==================== block 1
<file path="src/rtl/refresh_scheduler_pkg.sv">
// Shared definitions for the gain-cell refresh scheduler.
//   ref_state_e      : scheduler FSM states (IDLE / REFRESH / FORCE)
//   ROW_W            : row address width (128 rows -> 7 bits)
//   DEF_ROWS         : default rows per bank
//   DEF_REF_INTERVAL : default cycles between refresh-burst requests
package refresh_scheduler_pkg;

  localparam int ROW_W            = 7;
  localparam int DEF_ROWS         = 128;
  localparam int DEF_REF_INTERVAL = 1024;

  typedef enum logic [1:0] {
    ST_IDLE    = 2'd0,
    ST_REFRESH = 2'd1,
    ST_FORCE   = 2'd2
  } ref_state_e;

endpackage

</file>
<file path="src/rtl/refresh_scheduler_timer.sv">
// refresh_timer: interval down-counter that raises a refresh request.
// Ports:
//   clk, rst_n : clock, asynchronous active-low reset
//   enable_i   : counter runs only while high, otherwise holds
//   busy_i     : a burst is in progress (expiry now counts as overrun)
//   clear_i    : the scheduler accepted the pending request this cycle
//   pending_o  : one outstanding burst request (never queues more than one)
//   overrun_o  : sticky, an interval expired while a request was still
//                pending or a burst was still running
module refresh_timer
  import refresh_scheduler_pkg::*;
#(
  parameter int REF_INTERVAL = DEF_REF_INTERVAL
) (
  input  logic clk,
  input  logic rst_n,
  input  logic enable_i,
  input  logic busy_i,
  input  logic clear_i,
  output logic pending_o,
  output logic overrun_o
);

  localparam int               CNT_W  = (REF_INTERVAL > 1) ? $clog2(REF_INTERVAL) : 1;
  localparam logic [CNT_W-1:0] RELOAD = CNT_W'(REF_INTERVAL - 1);

  logic [CNT_W-1:0] cnt_q, cnt_d;
  logic             pending_q, pending_d;
  logic             overrun_q, overrun_d;
  logic             expire;

  always_comb begin
    expire    = enable_i && (cnt_q == '0);
    cnt_d     = cnt_q;
    pending_d = pending_q;
    if (enable_i) begin
      cnt_d = expire ? RELOAD : cnt_q - 1'b1;
    end
    if (clear_i) begin
      pending_d = 1'b0;
    end
    // A fresh expiry wins over an acceptance in the same cycle.
    if (expire) begin
      pending_d = 1'b1;
    end
    overrun_d = overrun_q | (expire & (pending_q | busy_i));
  end

  always_ff @(posedge clk or negedge rst_n) begin
    if (!rst_n) begin
      cnt_q     <= RELOAD;
      pending_q <= 1'b0;
      overrun_q <= 1'b0;
    end else begin
      cnt_q     <= cnt_d;
      pending_q <= pending_d;
      overrun_q <= overrun_d;
    end
  end

  assign pending_o = pending_q;
  assign overrun_o = overrun_q;

endmodule

</file>
<file path="src/rtl/refresh_scheduler.sv">
// refresh_scheduler: sequences row refresh bursts over NUM_BANKS gain-cell
// banks, yielding to user accesses on the bank being refreshed until
// MAX_DEFER consecutive deferrals, then forcing the burst and stalling users
// of that bank only.
// Ports:
//   clk, rst_n          : clock, asynchronous active-low reset
//   ref_enable          : global enable; low freezes timer and FSM
//   u_re, u_we, u_bank  : user access strobes and target bank
//   ref_en_current      : one-hot bank refreshed this cycle (or zero)
//   ref_en_old          : ref_en_current one cycle later (write-back)
//   sr_addr/sr_addr_old : row read this cycle / one cycle ago
//   sr_indicator_old    : the row in sr_addr_old was really read
//   u_stall             : user must hold its access (FORCE, same bank)
//   ref_busy, ref_done  : burst in progress / one-cycle end-of-burst pulse
//   overrun             : sticky, refresh requests arrived too fast
//   dbg_state_o         : current FSM state
module refresh_scheduler
  import refresh_scheduler_pkg::*;
#(
  parameter int NUM_BANKS    = 4,
  parameter int ROWS         = DEF_ROWS,
  parameter int REF_INTERVAL = DEF_REF_INTERVAL,
  parameter int MAX_DEFER    = 8
) (
  input  logic                         clk,
  input  logic                         rst_n,
  input  logic                         ref_enable,
  input  logic                         u_re,
  input  logic                         u_we,
  input  logic [$clog2(NUM_BANKS)-1:0] u_bank,
  output logic [NUM_BANKS-1:0]         ref_en_current,
  output logic [NUM_BANKS-1:0]         ref_en_old,
  output logic [ROW_W-1:0]             sr_addr,
  output logic [ROW_W-1:0]             sr_addr_old,
  output logic                         sr_indicator_old,
  output logic                         u_stall,
  output logic                         ref_busy,
  output logic                         ref_done,
  output logic                         overrun,
  output logic [1:0]                   dbg_state_o
);

  localparam int                 BANK_W     = $clog2(NUM_BANKS);
  localparam int                 DEFER_W    = $clog2(MAX_DEFER + 1);
  localparam logic [ROW_W-1:0]   LAST_ROW   = ROW_W'(ROWS - 1);
  localparam logic [DEFER_W-1:0] DEFER_LAST = DEFER_W'(MAX_DEFER - 1);

  ref_state_e           state_q;
  logic [BANK_W-1:0]    bank_ptr_q;
  logic [ROW_W-1:0]     sr_addr_q;
  logic [DEFER_W-1:0]   defer_q;
  logic [NUM_BANKS-1:0] ref_en_old_q;
  logic [ROW_W-1:0]     sr_addr_old_q;
  logic                 sr_ind_old_q;
  logic                 done_q;

  logic pending;
  logic start;
  logic collision;
  logic refreshing;

  assign collision  = (u_re | u_we) && (u_bank == bank_ptr_q);
  assign start      = ref_enable && (state_q == ST_IDLE) && pending;
  // A row is actually read this cycle: always in FORCE, in REFRESH only
  // when the user is not touching the same bank.
  assign refreshing = ref_enable &&
                      ((state_q == ST_FORCE) || ((state_q == ST_REFRESH) && !collision));

  refresh_timer #(
    .REF_INTERVAL(REF_INTERVAL)
  ) u_timer (
    .clk      (clk),
    .rst_n    (rst_n),
    .enable_i (ref_enable),
    .busy_i   (ref_busy),
    .clear_i  (start),
    .pending_o(pending),
    .overrun_o(overrun)
  );

  always_ff @(posedge clk or negedge rst_n) begin
    if (!rst_n) begin
      state_q       <= ST_IDLE;
      bank_ptr_q    <= '0;
      sr_addr_q     <= '0;
      defer_q       <= '0;
      ref_en_old_q  <= '0;
      sr_addr_old_q <= '0;
      sr_ind_old_q  <= 1'b0;
      done_q        <= 1'b0;
    end else begin
      ref_en_old_q  <= ref_en_current;
      sr_addr_old_q <= sr_addr_q;
      sr_ind_old_q  <= |ref_en_current;
      done_q        <= 1'b0;
      if (ref_enable) begin
        case (state_q)
          ST_IDLE: begin
            if (pending) begin
              state_q   <= ST_REFRESH;
              sr_addr_q <= '0;
              defer_q   <= '0;
            end
          end
          ST_REFRESH: begin
            if (collision) begin
              defer_q <= defer_q + 1'b1;
              if (defer_q == DEFER_LAST) begin
                state_q <= ST_FORCE;
              end
            end else begin
              defer_q <= '0;
            end
          end
          ST_FORCE: begin
          end
          default: state_q <= ST_IDLE;
        endcase
        // Row advance and burst end; overrides the case above on the last row.
        if (refreshing) begin
          if (sr_addr_q == LAST_ROW) begin
            sr_addr_q  <= '0;
            bank_ptr_q <= bank_ptr_q + 1'b1;
            state_q    <= ST_IDLE;
            defer_q    <= '0;
            done_q     <= 1'b1;
          end else begin
            sr_addr_q <= sr_addr_q + 1'b1;
          end
        end
      end
    end
  end

  assign ref_en_current   = refreshing ? (NUM_BANKS'(1) << bank_ptr_q) : '0;
  assign ref_en_old       = ref_en_old_q;
  assign sr_addr          = sr_addr_q;
  assign sr_addr_old      = sr_addr_old_q;
  assign sr_indicator_old = sr_ind_old_q;
  assign u_stall          = ref_enable && (state_q == ST_FORCE) && collision;
  assign ref_busy         = (state_q != ST_IDLE);
  assign ref_done         = done_q;
  assign dbg_state_o      = state_q;

endmodule

</file>
<file path="config.mk">
export PLATFORM = sky130hd
export DESIGN_NAME = refresh_scheduler
export DESIGN_NICKNAME = d
export VERILOG_FILES = /design/src/rtl/refresh_scheduler_pkg.sv /design/src/rtl/refresh_scheduler_timer.sv /design/src/rtl/refresh_scheduler.sv
export SDC_FILE = /design/constraint.sdc
export NUM_CORES = 1
export LEC_CHECK = 0
export CORE_MARGIN = 2
export CORE_UTILIZATION = 47
export CTS_CLUSTER_SIZE = 16
export DETAILED_ROUTE_END_ITERATION = 10
export PLACE_DENSITY = 0.76
export SYNTH_ARGS = -nofsm -noshare
export SYNTH_HDL_FRONTEND = slang
export SYNTH_HIERARCHICAL = 1
export SYNTH_SLANG_ARGS = --single-unit
</file>
<file path="constraint.sdc">
create_clock -name clk -period 1.8 [get_ports clk]
set_input_delay 0.18 -clock clk [delete_from_list [all_inputs] [get_ports clk]]
set_output_delay 0.18 -clock clk [all_outputs]
set_load 0.01 [all_outputs]
</file>
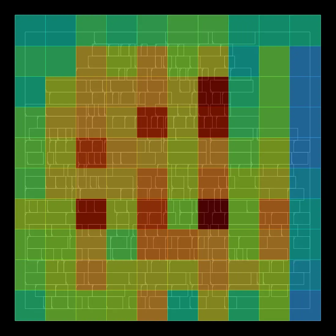
Figure 1: block 1, congestion heat map.
wire length per cell: 15.3 µm
met2 Track Usage GR: 0.309
gr busiest metal: met2
met1 Usage GRT: 0.269

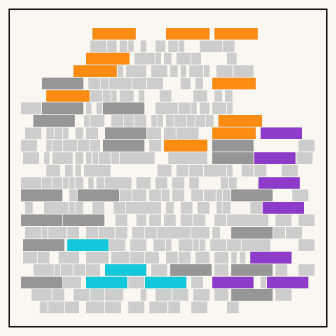
Figure 2: block 1, sequential cells colored by netlist name.
Other sequential cells in the stronger gray, the rest of the logic in the fainter gray.
ref_en_old -> cyan  # sequential cells 4
sr_addr_old -> purple  # sequential cells 7
u_timer/cnt_q -> orange  # sequential cells 10

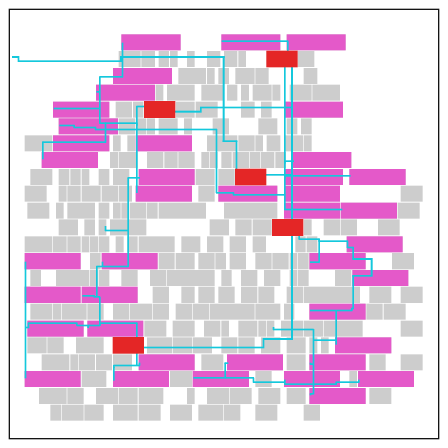
Figure 3: block 1, clock distribution.
cells driving clock nets -> red  # count 5
flip-flops -> magenta  # count 40
clock wires -> cyan  # length 535 µm
routed clock nets = 6
flops lie = all over the die
Clk power: 588 µW
clock share of power: 0.176

==> results.cfg <==
; synthesis and place-and-route metrics
[yosys]
aoi_share = 0.178
top_area_cell = dfrtp_1
synth.logic.top_family = simple AND/OR/NAND/NOR gates
yosysWarnings = 6
synth.distinct_cells = 55
synth.area.top_cells = dfrtp_1 38%, dfstp_2 13%, ha_1 5.0%

[cells_and_area]
drive_gt1_frac = 0.323
fillCellCount = 301
top_register = u_timer/cnt_q

[worst_setup_path]
crit_type = register to output port
cp-start-kind = register
path_max_fanout = 3
reg2reg_to = bank_ptr_q[1]$_DFFE_PN0P_

[cts]
numCtsBuffers = 5
cts_tree = built
ctsResizeCount = 29

[die]
core_area_mm2 = 0.00403
die_h_um = 69.1
die_area_mm2 = 0.00478
fp_util = 0.495
die_w_um = 69.1

[run_status]
outcome = finished, violations left
violations = negative setup slack

[timing]
final.setup.worst_slack_ns = -0.0389
finalSetupViolCount = 4
fin_worst_skew_ns = 0.0125
finalClockPeriodUsage = 1.02
slew_violations = 0

[placement]
dp_slack_ns = -0.445

[route]
via_per_inst = 5.55
firstDrtPassIters = 5
antenna_left = 0

[global_route]
antenna_found_initial = 0
==> power breakdown <==
| part | internal (µW) | leakage [µW] | switching, µW |
|---|---|---|---|
| logic | 698 | 0.000705 | 618 |
| registers | 1210 | 0.000509 | 237 |
| clock network | 272 | 0.0000422 | 316 |
| total | 2180 | 0.00126 | 1170 |
==> per-stage QoR <==
stage                      util  total power, µW  hold slack [ns]
after CTS                 0.691             3260            0.473
after detailed placement  0.651             2660            0.262
after global placement    0.651             2620            0.265
after global routing      0.706             3550            0.498
after floorplan               -             2040           -0.116
final                     0.706             3350            0.456
==> layout make-up <==
type,count,share of cell area
Sequential cell,40,0.356
Inverter,14,0.0185
Tap cell,50,0.0220
Timing Repair Buffer,75,0.230
Clock inverter,1,0.00176
Clock buffer,7,0.0268
Multi-Input combinational cell,126,0.344
==> routing by layer <==
layer | wire [µm] | up-vias
li1 | - | 834
met1 | 2240 | 843
met2 | 2260 | 48
met3 | 202 | 11
met4 | 90 | 0
met5 | 0 | -
==> critical path: cells and delay by family (launching register included) <==
family / cells / cell delay [ns]
AND-OR/OR-AND: 2 / 0.36
AND/OR/NAND/NOR: 1 / 0.14
XOR/XNOR: 1 / 0.18
buffers and inverters: 2 / 0.26
flip-flops: 1 / 0.42

==================== block 2
Figure 4. PDN straps and rails (block 2).
Pins as bars on the die edge. Tap cells in gray.
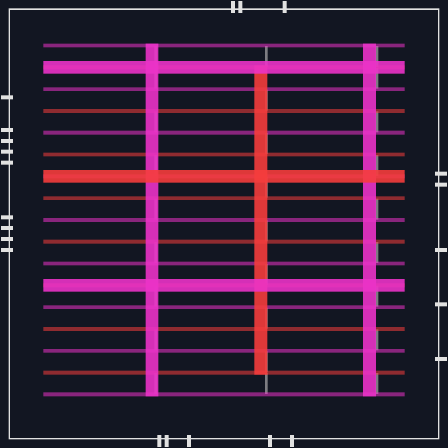
### config.mk
export PLATFORM = sky130hd
export DESIGN_NAME = sc_timer_t0_flat
export DESIGN_NICKNAME = d
export VERILOG_FILES = /design/src/rtl/sc_timer_t0_if.sv /design/src/rtl/sc_timer_t0.sv /design/src/flat_wrapper.sv
export SDC_FILE = /design/constraint.sdc
export NUM_CORES = 1
export LEC_CHECK = 0
export ABC_CLOCK_PERIOD_IN_PS = 3080
export CORE_MARGIN = 4
export CORE_UTILIZATION = 58
export CTS_BUF_LIST = sky130_fd_sc_hd__clkbuf_2
export CTS_CLUSTER_DIAMETER = 200
export CTS_CLUSTER_SIZE = 24
export DETAILED_ROUTE_END_ITERATION = 8
export GPL_ROUTABILITY_DRIVEN = 0
export HOLD_SLACK_MARGIN = 0.15
export PLACE_DENSITY = 0.95
export SYNTH_ARGS = -nofsm -noshare
export SYNTH_HDL_FRONTEND = slang
export SYNTH_SLANG_ARGS = --single-unit
### constraint.sdc
create_clock -name SC_TIMERT0_CLOCK_50 -period 3.08 [get_ports SC_TIMERT0_CLOCK_50]
set_input_delay 0.308 -clock SC_TIMERT0_CLOCK_50 [delete_from_list [all_inputs] [get_ports SC_TIMERT0_CLOCK_50]]
set_output_delay 0.308 -clock SC_TIMERT0_CLOCK_50 [all_outputs]
set_load 0.02 [all_outputs]
### src/rtl/sc_timer_t0_if.sv
// sc_timer_t0_if -- control/status bundle between the shift-control state
// machine (master) and the event timer (slave).
//   SC_TIMERT0_upcount_InLow  master->slave  count strobe, low = one event
//   SC_TIMERT0_clear_InLow    master->slave  restart the count, limit kept
//   SC_TIMERT0_load_InLow     master->slave  load a new limit from data_In
//   SC_TIMERT0_data_In        master->slave  new limit value
//   SC_TIMERT0_T0_OutLow      slave->master  expiry flag, low while expired
//   SC_TIMERT0_count_Out      slave->master  current count register
interface sc_timer_t0_if #(
  parameter int DATAWIDTH = 8
);
  logic                 SC_TIMERT0_upcount_InLow;
  logic                 SC_TIMERT0_clear_InLow;
  logic                 SC_TIMERT0_load_InLow;
  logic [DATAWIDTH-1:0] SC_TIMERT0_data_In;
  logic                 SC_TIMERT0_T0_OutLow;
  logic [DATAWIDTH-1:0] SC_TIMERT0_count_Out;

  modport master (
    output SC_TIMERT0_upcount_InLow,
    output SC_TIMERT0_clear_InLow,
    output SC_TIMERT0_load_InLow,
    output SC_TIMERT0_data_In,
    input  SC_TIMERT0_T0_OutLow,
    input  SC_TIMERT0_count_Out
  );

  modport slave (
    input  SC_TIMERT0_upcount_InLow,
    input  SC_TIMERT0_clear_InLow,
    input  SC_TIMERT0_load_InLow,
    input  SC_TIMERT0_data_In,
    output SC_TIMERT0_T0_OutLow,
    output SC_TIMERT0_count_Out
  );
endinterface

### src/rtl/sc_timer_t0.sv
// sc_timer_t0 -- programmable event timer for the background shift-control
// state machine. Counts active-low upcount strobes; once the programmed limit
// is reached T0_OutLow goes low and stays low until the next strobe
// acknowledges it, so a periodically sampling master cannot miss it.
//
// Ports:
//   SC_TIMERT0_CLOCK_50      system clock, rising edge
//   SC_TIMERT0_RESET_InLow   asynchronous active-low reset
//   bus (slave modport)      strobe/clear/load/data in, T0 flag and count out
//
// Optional feature: define SC_TIMERT0_PRESCALER_EN to insert a
// PRESCALER_BITS-wide prescaler so the count advances once per
// 2^PRESCALER_BITS strobes.
//
// state       | meaning
// ------------+---------------------------------------------
// ST_STOPPED  | limit is 0, strobes ignored, count held at 0
// ST_RUNNING  | counting strobes toward limit
// ST_EXPIRED  | limit reached, T0 low, waiting for acknowledge
// (2'b11)     | unused, recovers to ST_STOPPED
module sc_timer_t0 #(
  parameter int                   DATAWIDTH      = 8,
  parameter logic [DATAWIDTH-1:0] LIMIT_INIT     = 8'd16,
  parameter int                   PRESCALER_BITS = 4
) (
  input logic           SC_TIMERT0_CLOCK_50,
  input logic           SC_TIMERT0_RESET_InLow,
  sc_timer_t0_if.slave  bus
);

  typedef enum logic [1:0] {
    ST_STOPPED = 2'b00,
    ST_RUNNING = 2'b01,
    ST_EXPIRED = 2'b10
  } state_t;

  if (PRESCALER_BITS < 1) begin : g_bad_presc
    $error("sc_timer_t0: PRESCALER_BITS must be at least 1");
  end

  state_t               state_q, state_d;
  logic [DATAWIDTH-1:0] count_q, count_d;
  logic [DATAWIDTH-1:0] limit_q, limit_d;
  logic                 t0_n_q, t0_n_d;
  logic [DATAWIDTH-1:0] count_inc;
  logic                 strobe;
  logic                 advance;

`ifdef SC_TIMERT0_PRESCALER_EN
  logic [PRESCALER_BITS-1:0] presc_q, presc_d;
`endif

  assign strobe    = ~bus.SC_TIMERT0_upcount_InLow;
  assign count_inc = count_q + 1'b1;

  // A strobe in RUNNING moves the count only when the prescaler (if present)
  // is about to wrap.
`ifdef SC_TIMERT0_PRESCALER_EN
  assign advance = strobe & (&presc_q);
`else
  assign advance = strobe;
`endif

  always_comb begin
    state_d = state_q;
    count_d = count_q;
    limit_d = limit_q;
`ifdef SC_TIMERT0_PRESCALER_EN
    presc_d = presc_q;
`endif
    if (!bus.SC_TIMERT0_clear_InLow) begin
      count_d = '0;
`ifdef SC_TIMERT0_PRESCALER_EN
      presc_d = '0;
`endif
      state_d = (limit_q != '0) ? ST_RUNNING : ST_STOPPED;
    end else if (!bus.SC_TIMERT0_load_InLow) begin
      limit_d = bus.SC_TIMERT0_data_In;
      count_d = '0;
`ifdef SC_TIMERT0_PRESCALER_EN
      presc_d = '0;
`endif
      state_d = (bus.SC_TIMERT0_data_In != '0) ? ST_RUNNING : ST_STOPPED;
    end else begin
      case (state_q)
        ST_STOPPED: begin
          count_d = '0;
        end
        ST_RUNNING: begin
`ifdef SC_TIMERT0_PRESCALER_EN
          if (strobe) presc_d = presc_q + 1'b1;
`endif
          if (advance) begin
            // count stays below limit, so count_inc never wraps here
            if (count_inc == limit_q) begin
              count_d = limit_q;
              state_d = ST_EXPIRED;
            end else begin
              count_d = count_inc;
            end
          end
        end
        ST_EXPIRED: begin
          if (strobe) begin
            count_d = '0;
`ifdef SC_TIMERT0_PRESCALER_EN
            presc_d = '0;
`endif
            state_d = ST_RUNNING;
          end
        end
        default: begin
          count_d = '0;
`ifdef SC_TIMERT0_PRESCALER_EN
          presc_d = '0;
`endif
          state_d = ST_STOPPED;
        end
      endcase
    end
    // flag decoded from the next state so it is registered alongside it
    t0_n_d = (state_d != ST_EXPIRED);
  end

  always_ff @(posedge SC_TIMERT0_CLOCK_50 or negedge SC_TIMERT0_RESET_InLow) begin
    if (!SC_TIMERT0_RESET_InLow) begin
      state_q <= (LIMIT_INIT != '0) ? ST_RUNNING : ST_STOPPED;
      count_q <= '0;
      limit_q <= LIMIT_INIT;
      t0_n_q  <= 1'b1;
`ifdef SC_TIMERT0_PRESCALER_EN
      presc_q <= '0;
`endif
    end else begin
      state_q <= state_d;
      count_q <= count_d;
      limit_q <= limit_d;
      t0_n_q  <= t0_n_d;
`ifdef SC_TIMERT0_PRESCALER_EN
      presc_q <= presc_d;
`endif
    end
  end

  assign bus.SC_TIMERT0_T0_OutLow = t0_n_q;
  assign bus.SC_TIMERT0_count_Out = count_q;

endmodule

### src/flat_wrapper.sv
// flat-port wrapper written by rule: the top's interface ports become plain ports
module sc_timer_t0_flat 
#(
  parameter int                   DATAWIDTH      = 8,
  parameter logic [DATAWIDTH-1:0] LIMIT_INIT     = 8'd16,
  parameter int                   PRESCALER_BITS = 4
)
  (SC_TIMERT0_CLOCK_50, SC_TIMERT0_RESET_InLow, bus_SC_TIMERT0_upcount_InLow, bus_SC_TIMERT0_clear_InLow, bus_SC_TIMERT0_load_InLow, bus_SC_TIMERT0_data_In, bus_SC_TIMERT0_T0_OutLow, bus_SC_TIMERT0_count_Out);
  sc_timer_t0_if #(.DATAWIDTH(DATAWIDTH)) bus_i ();
  input logic SC_TIMERT0_CLOCK_50;
  input logic SC_TIMERT0_RESET_InLow;
  input wire logic [$bits(bus_i.SC_TIMERT0_upcount_InLow)-1:0] bus_SC_TIMERT0_upcount_InLow;
  input wire logic [$bits(bus_i.SC_TIMERT0_clear_InLow)-1:0] bus_SC_TIMERT0_clear_InLow;
  input wire logic [$bits(bus_i.SC_TIMERT0_load_InLow)-1:0] bus_SC_TIMERT0_load_InLow;
  input wire logic [$bits(bus_i.SC_TIMERT0_data_In)-1:0] bus_SC_TIMERT0_data_In;
  output wire logic [$bits(bus_i.SC_TIMERT0_T0_OutLow)-1:0] bus_SC_TIMERT0_T0_OutLow;
  output wire logic [$bits(bus_i.SC_TIMERT0_count_Out)-1:0] bus_SC_TIMERT0_count_Out;
  assign bus_i.SC_TIMERT0_upcount_InLow = bus_SC_TIMERT0_upcount_InLow;
  assign bus_i.SC_TIMERT0_clear_InLow = bus_SC_TIMERT0_clear_InLow;
  assign bus_i.SC_TIMERT0_load_InLow = bus_SC_TIMERT0_load_InLow;
  assign bus_i.SC_TIMERT0_data_In = bus_SC_TIMERT0_data_In;
  assign bus_SC_TIMERT0_T0_OutLow = bus_i.SC_TIMERT0_T0_OutLow;
  assign bus_SC_TIMERT0_count_Out = bus_i.SC_TIMERT0_count_Out;
  sc_timer_t0 #(.DATAWIDTH(DATAWIDTH), .LIMIT_INIT(LIMIT_INIT), .PRESCALER_BITS(PRESCALER_BITS)) u_core (.SC_TIMERT0_CLOCK_50(SC_TIMERT0_CLOCK_50), .SC_TIMERT0_RESET_InLow(SC_TIMERT0_RESET_InLow), .bus(bus_i));
endmodule
==> results.cfg <==
; synthesis and place-and-route metrics
[route]
firstDrtPassIters = 4
top_layer = met4
via_per_inst = 6.34
vias = 1078
wl_met2_mm = 1.28

[cts]
cts_tree = built
clockRootBuffer = clkbuf_2
cts-htree-levels = 1

[yosys]
syn_area_per_cell_um2 = 9.71
synth.distinct_cells = 36
top_area_cell = dfrtp_1
aoi_share = 0.141
async_reset_ff_frac = 1.00
ys_seq_share = 0.401
ys_dominant_reg_cell = dfrtp_1
synthCells = 123
edf_count = 0

[worst_setup_path]
r2r_slack_ns = 0.84
end_kind = register
required_ns = 3.30
cp-endpoint = u_core.state_q[1]$_DFF_PN0_
cp-startpoint = u_core.bus.SC_TIMERT0_count_Out[0]$_DFFE_PN0P_

[cells_and_area]
inverters = 2
flops = 19
area_dominant_class = multi-input combinational cells
area_growth_pct = 18.6
n_clock_buffer = 4
n_antenna_cell = 0
nNetsFinal = 158

[flow_run]
cap_viol_max_count = 0

[timing]
fmax_mhz = 446
final.setup.worst_slack_ns = 0.836
min_period_ns = 2.24
whs_ns = 0.442

[power_and_ir_drop]
p_seq_uw = 294
p_total_uw = 492
power_leakage_uw = 0.000525

[global_route]
grt_use_met3 = 0.0451
grt_pass1_wl_mm = 4.70
use_met2 = 0.388

[placement]
dpl.hpwl_mm = 2.05
dpl_cell_area_mm2 = 0.00140
dp_slack_ns = 0.875

[hold_path]
holdCritPathClass = input port to asynchronous set/reset pin

[die]
nWellTaps = 27
die_area_mm2 = 0.00285
rows = 16

[run_status]
outcome = complete, no violations
Notes on Figure 4 above:
VSS -> magenta
VDD -> red
met1 rails = 17
signal pins = 22
met4 straps = 3
tap cells = 27
rows = 16
CORE AREA: 0.00196 mm²
peak supply drop: 291 µV
Die H: 53.4 µm
Die W: 53.4 µm

-- placed cells by master (no fill, tap or decap), types with 2 or more instances in the layout --
cell             Yosys  final
nand3_1              5      5
and3_4               3      3
xor2_1               3      3
dfstp_2              3      3
nor4_1               4      4
o221ai_1             2      2
nand2b_1             5      5
nand4b_1             2      2
dfrtp_1             16     16
o21ai_0              8      8
o22ai_1              2      2
clkdlybuf4s50_1      0     21
nand4_1              2      2
clkbuf_2             0      4
nand2_1             11     11
o211ai_1             4      4
mux2_2               8      8
inv_1                2      2
nor2b_1              3      3
nor2_1               8      8
nor3_1               3      3
xnor2_1              7      7
a21oi_1              4      4
-- critical path: stages, from the launching register on --
cell     delay, ns
dfrtp_1       0.49
ha_1          0.29
and3_4        0.26
nand3_4       0.09
xnor2_1       0.15
or3_4         0.37
or2_4         0.29
o31ai_1       0.21
-- flip-flops by register name, summed over array words and instances (netlist names) --
| register | cells |
|---|---|
| u_core.bus.SC_TIMERT0_T0_OutLow | 1 |
| u_core.state_q | 2 |
| u_core.bus.SC_TIMERT0_count_Out | 8 |
| u_core.limit_q | 8 |

==================== block 3
Figure 5. Placement by cell class (block 3).
Scale bar: 20 µm.
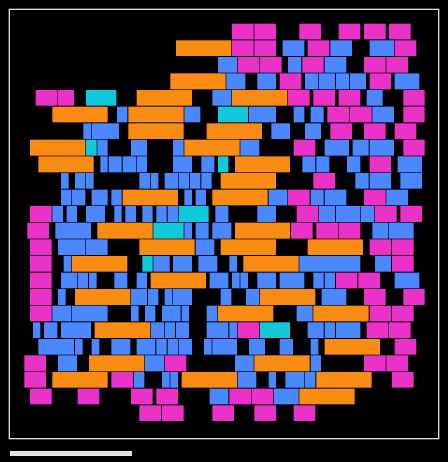
Figure 6. Congestion heat map (block 3).
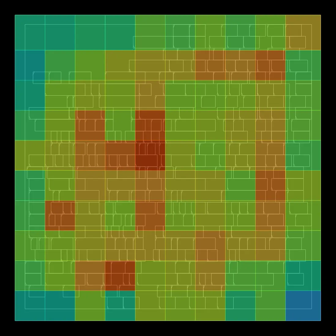
### config.mk
export PLATFORM = sky130hd
export DESIGN_NAME = smpl_dump_ctrl
export DESIGN_NICKNAME = d
export VERILOG_FILES = /design/src/rtl/smpl_dump_ctrl.sv
export SDC_FILE = /design/constraint.sdc
export NUM_CORES = 1
export LEC_CHECK = 0
export ABC_CLOCK_PERIOD_IN_PS = 6300
export CORE_MARGIN = 2
export CORE_UTILIZATION = 48
export DETAILED_ROUTE_END_ITERATION = 10
export PLACE_DENSITY = 0.86
export SETUP_SLACK_MARGIN = 0.2
export SLEW_MARGIN = 20
export SYNTH_ARGS = -nofsm -noshare
export SYNTH_HDL_FRONTEND = slang
export SYNTH_SLANG_ARGS = --single-unit
### constraint.sdc
create_clock -name clk -period 6.3 [get_ports clk]
set_input_delay 0.945 -clock clk [delete_from_list [all_inputs] [get_ports clk]]
set_output_delay 0.945 -clock clk [all_outputs]
set_load 0.005 [all_outputs]
### src/rtl/smpl_dump_ctrl.sv
// ============================================================================
// Module      : smpl_dump_ctrl
// Description : Streams one channel's circular capture buffer to the UART TX,
//               oldest sample first, one byte per RAM read.
// Revision    : 1.0 - initial release
// ============================================================================
`default_nettype none

module smpl_dump_ctrl #(
    parameter int ENTRIES = 384,
    parameter int ADDR_W  = 9
) (
    input  logic              clk,
    input  logic              rst_n,
    input  logic              dump_start,
    input  logic [2:0]        dump_chan,
    input  logic [ADDR_W-1:0] start_addr,
    input  logic              abort,
    input  logic [7:0]        rdata1,
    input  logic [7:0]        rdata2,
    input  logic [7:0]        rdata3,
    input  logic [7:0]        rdata4,
    input  logic [7:0]        rdata5,
    input  logic              tx_done,
    output logic              ram_ren,
    output logic [ADDR_W-1:0] ram_addr,
    output logic [7:0]        tx_data,
    output logic              trmt,
    output logic              dump_busy,
    output logic              dump_done,
    output logic              dump_nack
);

    localparam logic [ADDR_W-1:0] LAST_IDX  = ADDR_W'(ENTRIES - 1);
    localparam logic [ADDR_W:0]   ENTRIES_W = (ADDR_W + 1)'(ENTRIES);

    typedef enum logic [2:0] {
        S_IDLE  = 3'd0,
        S_READ  = 3'd1,
        S_LATCH = 3'd2,
        S_XMIT  = 3'd3,
        S_DONE  = 3'd4
    } state_t;

    state_t            state;
    state_t            state_nxt;
    logic [2:0]        chan;
    logic [ADDR_W-1:0] cnt;
    logic              trmt_q;
    logic [7:0]        rdata_sel;
    logic              chan_ok;
    logic              abort_act;
    logic              last_byte;

    assign chan_ok   = (dump_chan != 3'd0) && (dump_chan <= 3'd5);
    assign abort_act = abort && (state != S_IDLE);
    assign last_byte = (cnt == LAST_IDX);

    always_comb begin
        rdata_sel = 8'h00;
        case (chan)
            3'd1:    rdata_sel = rdata1;
            3'd2:    rdata_sel = rdata2;
            3'd3:    rdata_sel = rdata3;
            3'd4:    rdata_sel = rdata4;
            3'd5:    rdata_sel = rdata5;
            default: rdata_sel = 8'h00;
        endcase
    end

    always_ff @(posedge clk or negedge rst_n) begin
        if (!rst_n) begin
            state <= S_IDLE;
        end else begin
            state <= state_nxt;
        end
    end

    // Abort overrides every transition, including a simultaneous tx_done.
    always_comb begin
        state_nxt = state;
        ram_ren   = 1'b0;
        dump_done = 1'b0;
        if (abort_act) begin
            state_nxt = S_IDLE;
        end else begin
            case (state)
                S_IDLE: begin
                    if (dump_start && chan_ok) begin
                        state_nxt = S_READ;
                    end
                end
                S_READ: begin
                    ram_ren   = 1'b1;
                    state_nxt = S_LATCH;
                end
                S_LATCH: begin
                    state_nxt = S_XMIT;
                end
                S_XMIT: begin
                    if (tx_done) begin
                        state_nxt = last_byte ? S_DONE : S_READ;
                    end
                end
                S_DONE: begin
                    dump_done = 1'b1;
                    state_nxt = S_IDLE;
                end
                default: begin
                    state_nxt = S_IDLE;
                end
            endcase
        end
    end

    assign trmt = trmt_q && !abort_act;

    always_ff @(posedge clk or negedge rst_n) begin
        if (!rst_n) begin
            chan      <= 3'd0;
            cnt       <= '0;
            ram_addr  <= '0;
            tx_data   <= 8'h00;
            trmt_q    <= 1'b0;
            dump_busy <= 1'b0;
            dump_nack <= 1'b0;
        end else begin
            trmt_q    <= 1'b0;
            dump_nack <= 1'b0;
            if (abort_act) begin
                dump_busy <= 1'b0;
            end else begin
                case (state)
                    S_IDLE: begin
                        if (dump_start) begin
                            if (chan_ok) begin
                                chan      <= dump_chan;
                                cnt       <= '0;
                                dump_busy <= 1'b1;
                                // Out-of-range write pointer restarts at the buffer base.
                                ram_addr  <= ({1'b0, start_addr} >= ENTRIES_W) ? '0 : start_addr;
                            end else begin
                                dump_nack <= 1'b1;
                            end
                        end
                    end
                    S_LATCH: begin
                        tx_data <= rdata_sel;
                        trmt_q  <= 1'b1;
                    end
                    S_XMIT: begin
                        if (tx_done && !last_byte) begin
                            cnt      <= cnt + 1'b1;
                            ram_addr <= (ram_addr == LAST_IDX) ? '0 : ram_addr + 1'b1;
                        end
                    end
                    S_DONE: begin
                        dump_busy <= 1'b0;
                    end
                    default: begin
                    end
                endcase
            end
        end
    end

endmodule

`default_nettype wire

==> results.cfg <==
; synthesis and place-and-route metrics
[yosys]
synth_area_mm2 = 0.00210
top_cells_by_count = 35 x dfrtp_1, 14 x nand2_1, 12 x o21ai_1
synth.area.top_cells = dfrtp_1 42%, mux2_2 5.9%, mux2i_1 3.8%
top_cell = dfrtp_1
top_area_cell = dfrtp_1

[cells_and_area]
seq_share = 0.295
seqCellArea_um2 = 876
inverters = 4
nNetsFinal = 339

[power_and_ir_drop]
p_total_uw = 924
p_seq_frac = 0.418
pg_comb_uw = 383
p_seq_uw = 386

[timing]
grt_setup_unrepaired = no
setup_tns_ns = 0
final.setup.worst_slack_ns = 3.01
finalHoldViolCount = 0
whs_ns = 0.479

[worst_setup_path]
reg2reg_depth = 6
required_ns = 5.35
critPathTopFamily = buffers and inverters
worstReg2RegStart = cnt[0]$_DFFE_PN0P_
cp-endpoint = ram_ren
critPathMaxStageDelay_ns = 0.56

[cts]
path_clk_slew_ns = 0.06
post_cts_buffers = 0
cts_tree = built
cts.hold.buffers_added = 0
clockRootBuffer = clkbuf_8

[die]
core_area_mm2 = 0.00429
nWellTaps = 52
die_w_um = 70.2

[hold_path]
min_to = cnt[6]$_DFFE_PN0P_

[global_route]
grt_max_degree = 36

[route]
wl_met1_mm = 2.36
wl_mm = 5.35
avgRoutedWirePerCell_um = 16.1
dr_wl_met3_um = 435
via_per_inst = 5.94

[flow_run]
warning_count = 26
cap_viol_max_count = 0

[run_status]
outcome = complete, no violations
About Figure 5:
other buffers and delay cells -> magenta  # cells 79, share of their area 27%
all other logic -> blue  # cells 159, share of their area 40%
clock drivers and dummy loads -> cyan  # cells 8, share of their area 2.9%
flops -> orange  # cells 35, share of their area 30%
cell row count: 24
Design Area, Final: 0.00297 mm²
Layout Utilization: 0.691

About Figure 6:
gr busiest metal: met2
M3 GR Usage: 0.0707
met2 Track Usage GR: 0.366

logic make-up (layout without fill, tap and decap cells):
group	Yosys count	after routing	share of synthesized area
flip-flops	35	35	0.417
adder cells (fa/ha/maj)	2	2	0.0119
XOR/XNOR	2	2	0.00833
buffers and inverters	16	91	0.0405
AND/OR/NAND/NOR	64	64	0.176
multiplexers	19	19	0.0970
AND-OR/OR-AND	68	68	0.249
cell usage in the layout (no fill, tap or decap), types with 2 or more instances in the layout:
cell / n
a21oi_1: 6
a21oi_2: 2
a22o_1: 8
a22oi_1: 8
a32oi_1: 4
and2_1: 2
and3_1: 4
clkbuf_8: 5
clkdlybuf4s50_1: 78
clkinv_2: 3
dfrtp_1: 35
ha_1: 2
inv_1: 4
mux2_2: 11
mux2i_1: 8
nand2_1: 14
nand3_1: 8
nand4_1: 3
nor2_1: 8
nor3_1: 6
nor4b_1: 3
o21ai_0: 2
o21ai_1: 12
o22ai_1: 9
o311ai_2: 3
o31ai_1: 2
xor2_1: 2
state kept, by name, indices dropped and copies added, names as in the netlist:
name / flops
tx_data: 8
dump_busy: 1
trmt_q: 1
chan: 3
ram_addr: 9
cnt: 9
state: 3
dump_nack: 1

Power and IR drop assume default switching activity.
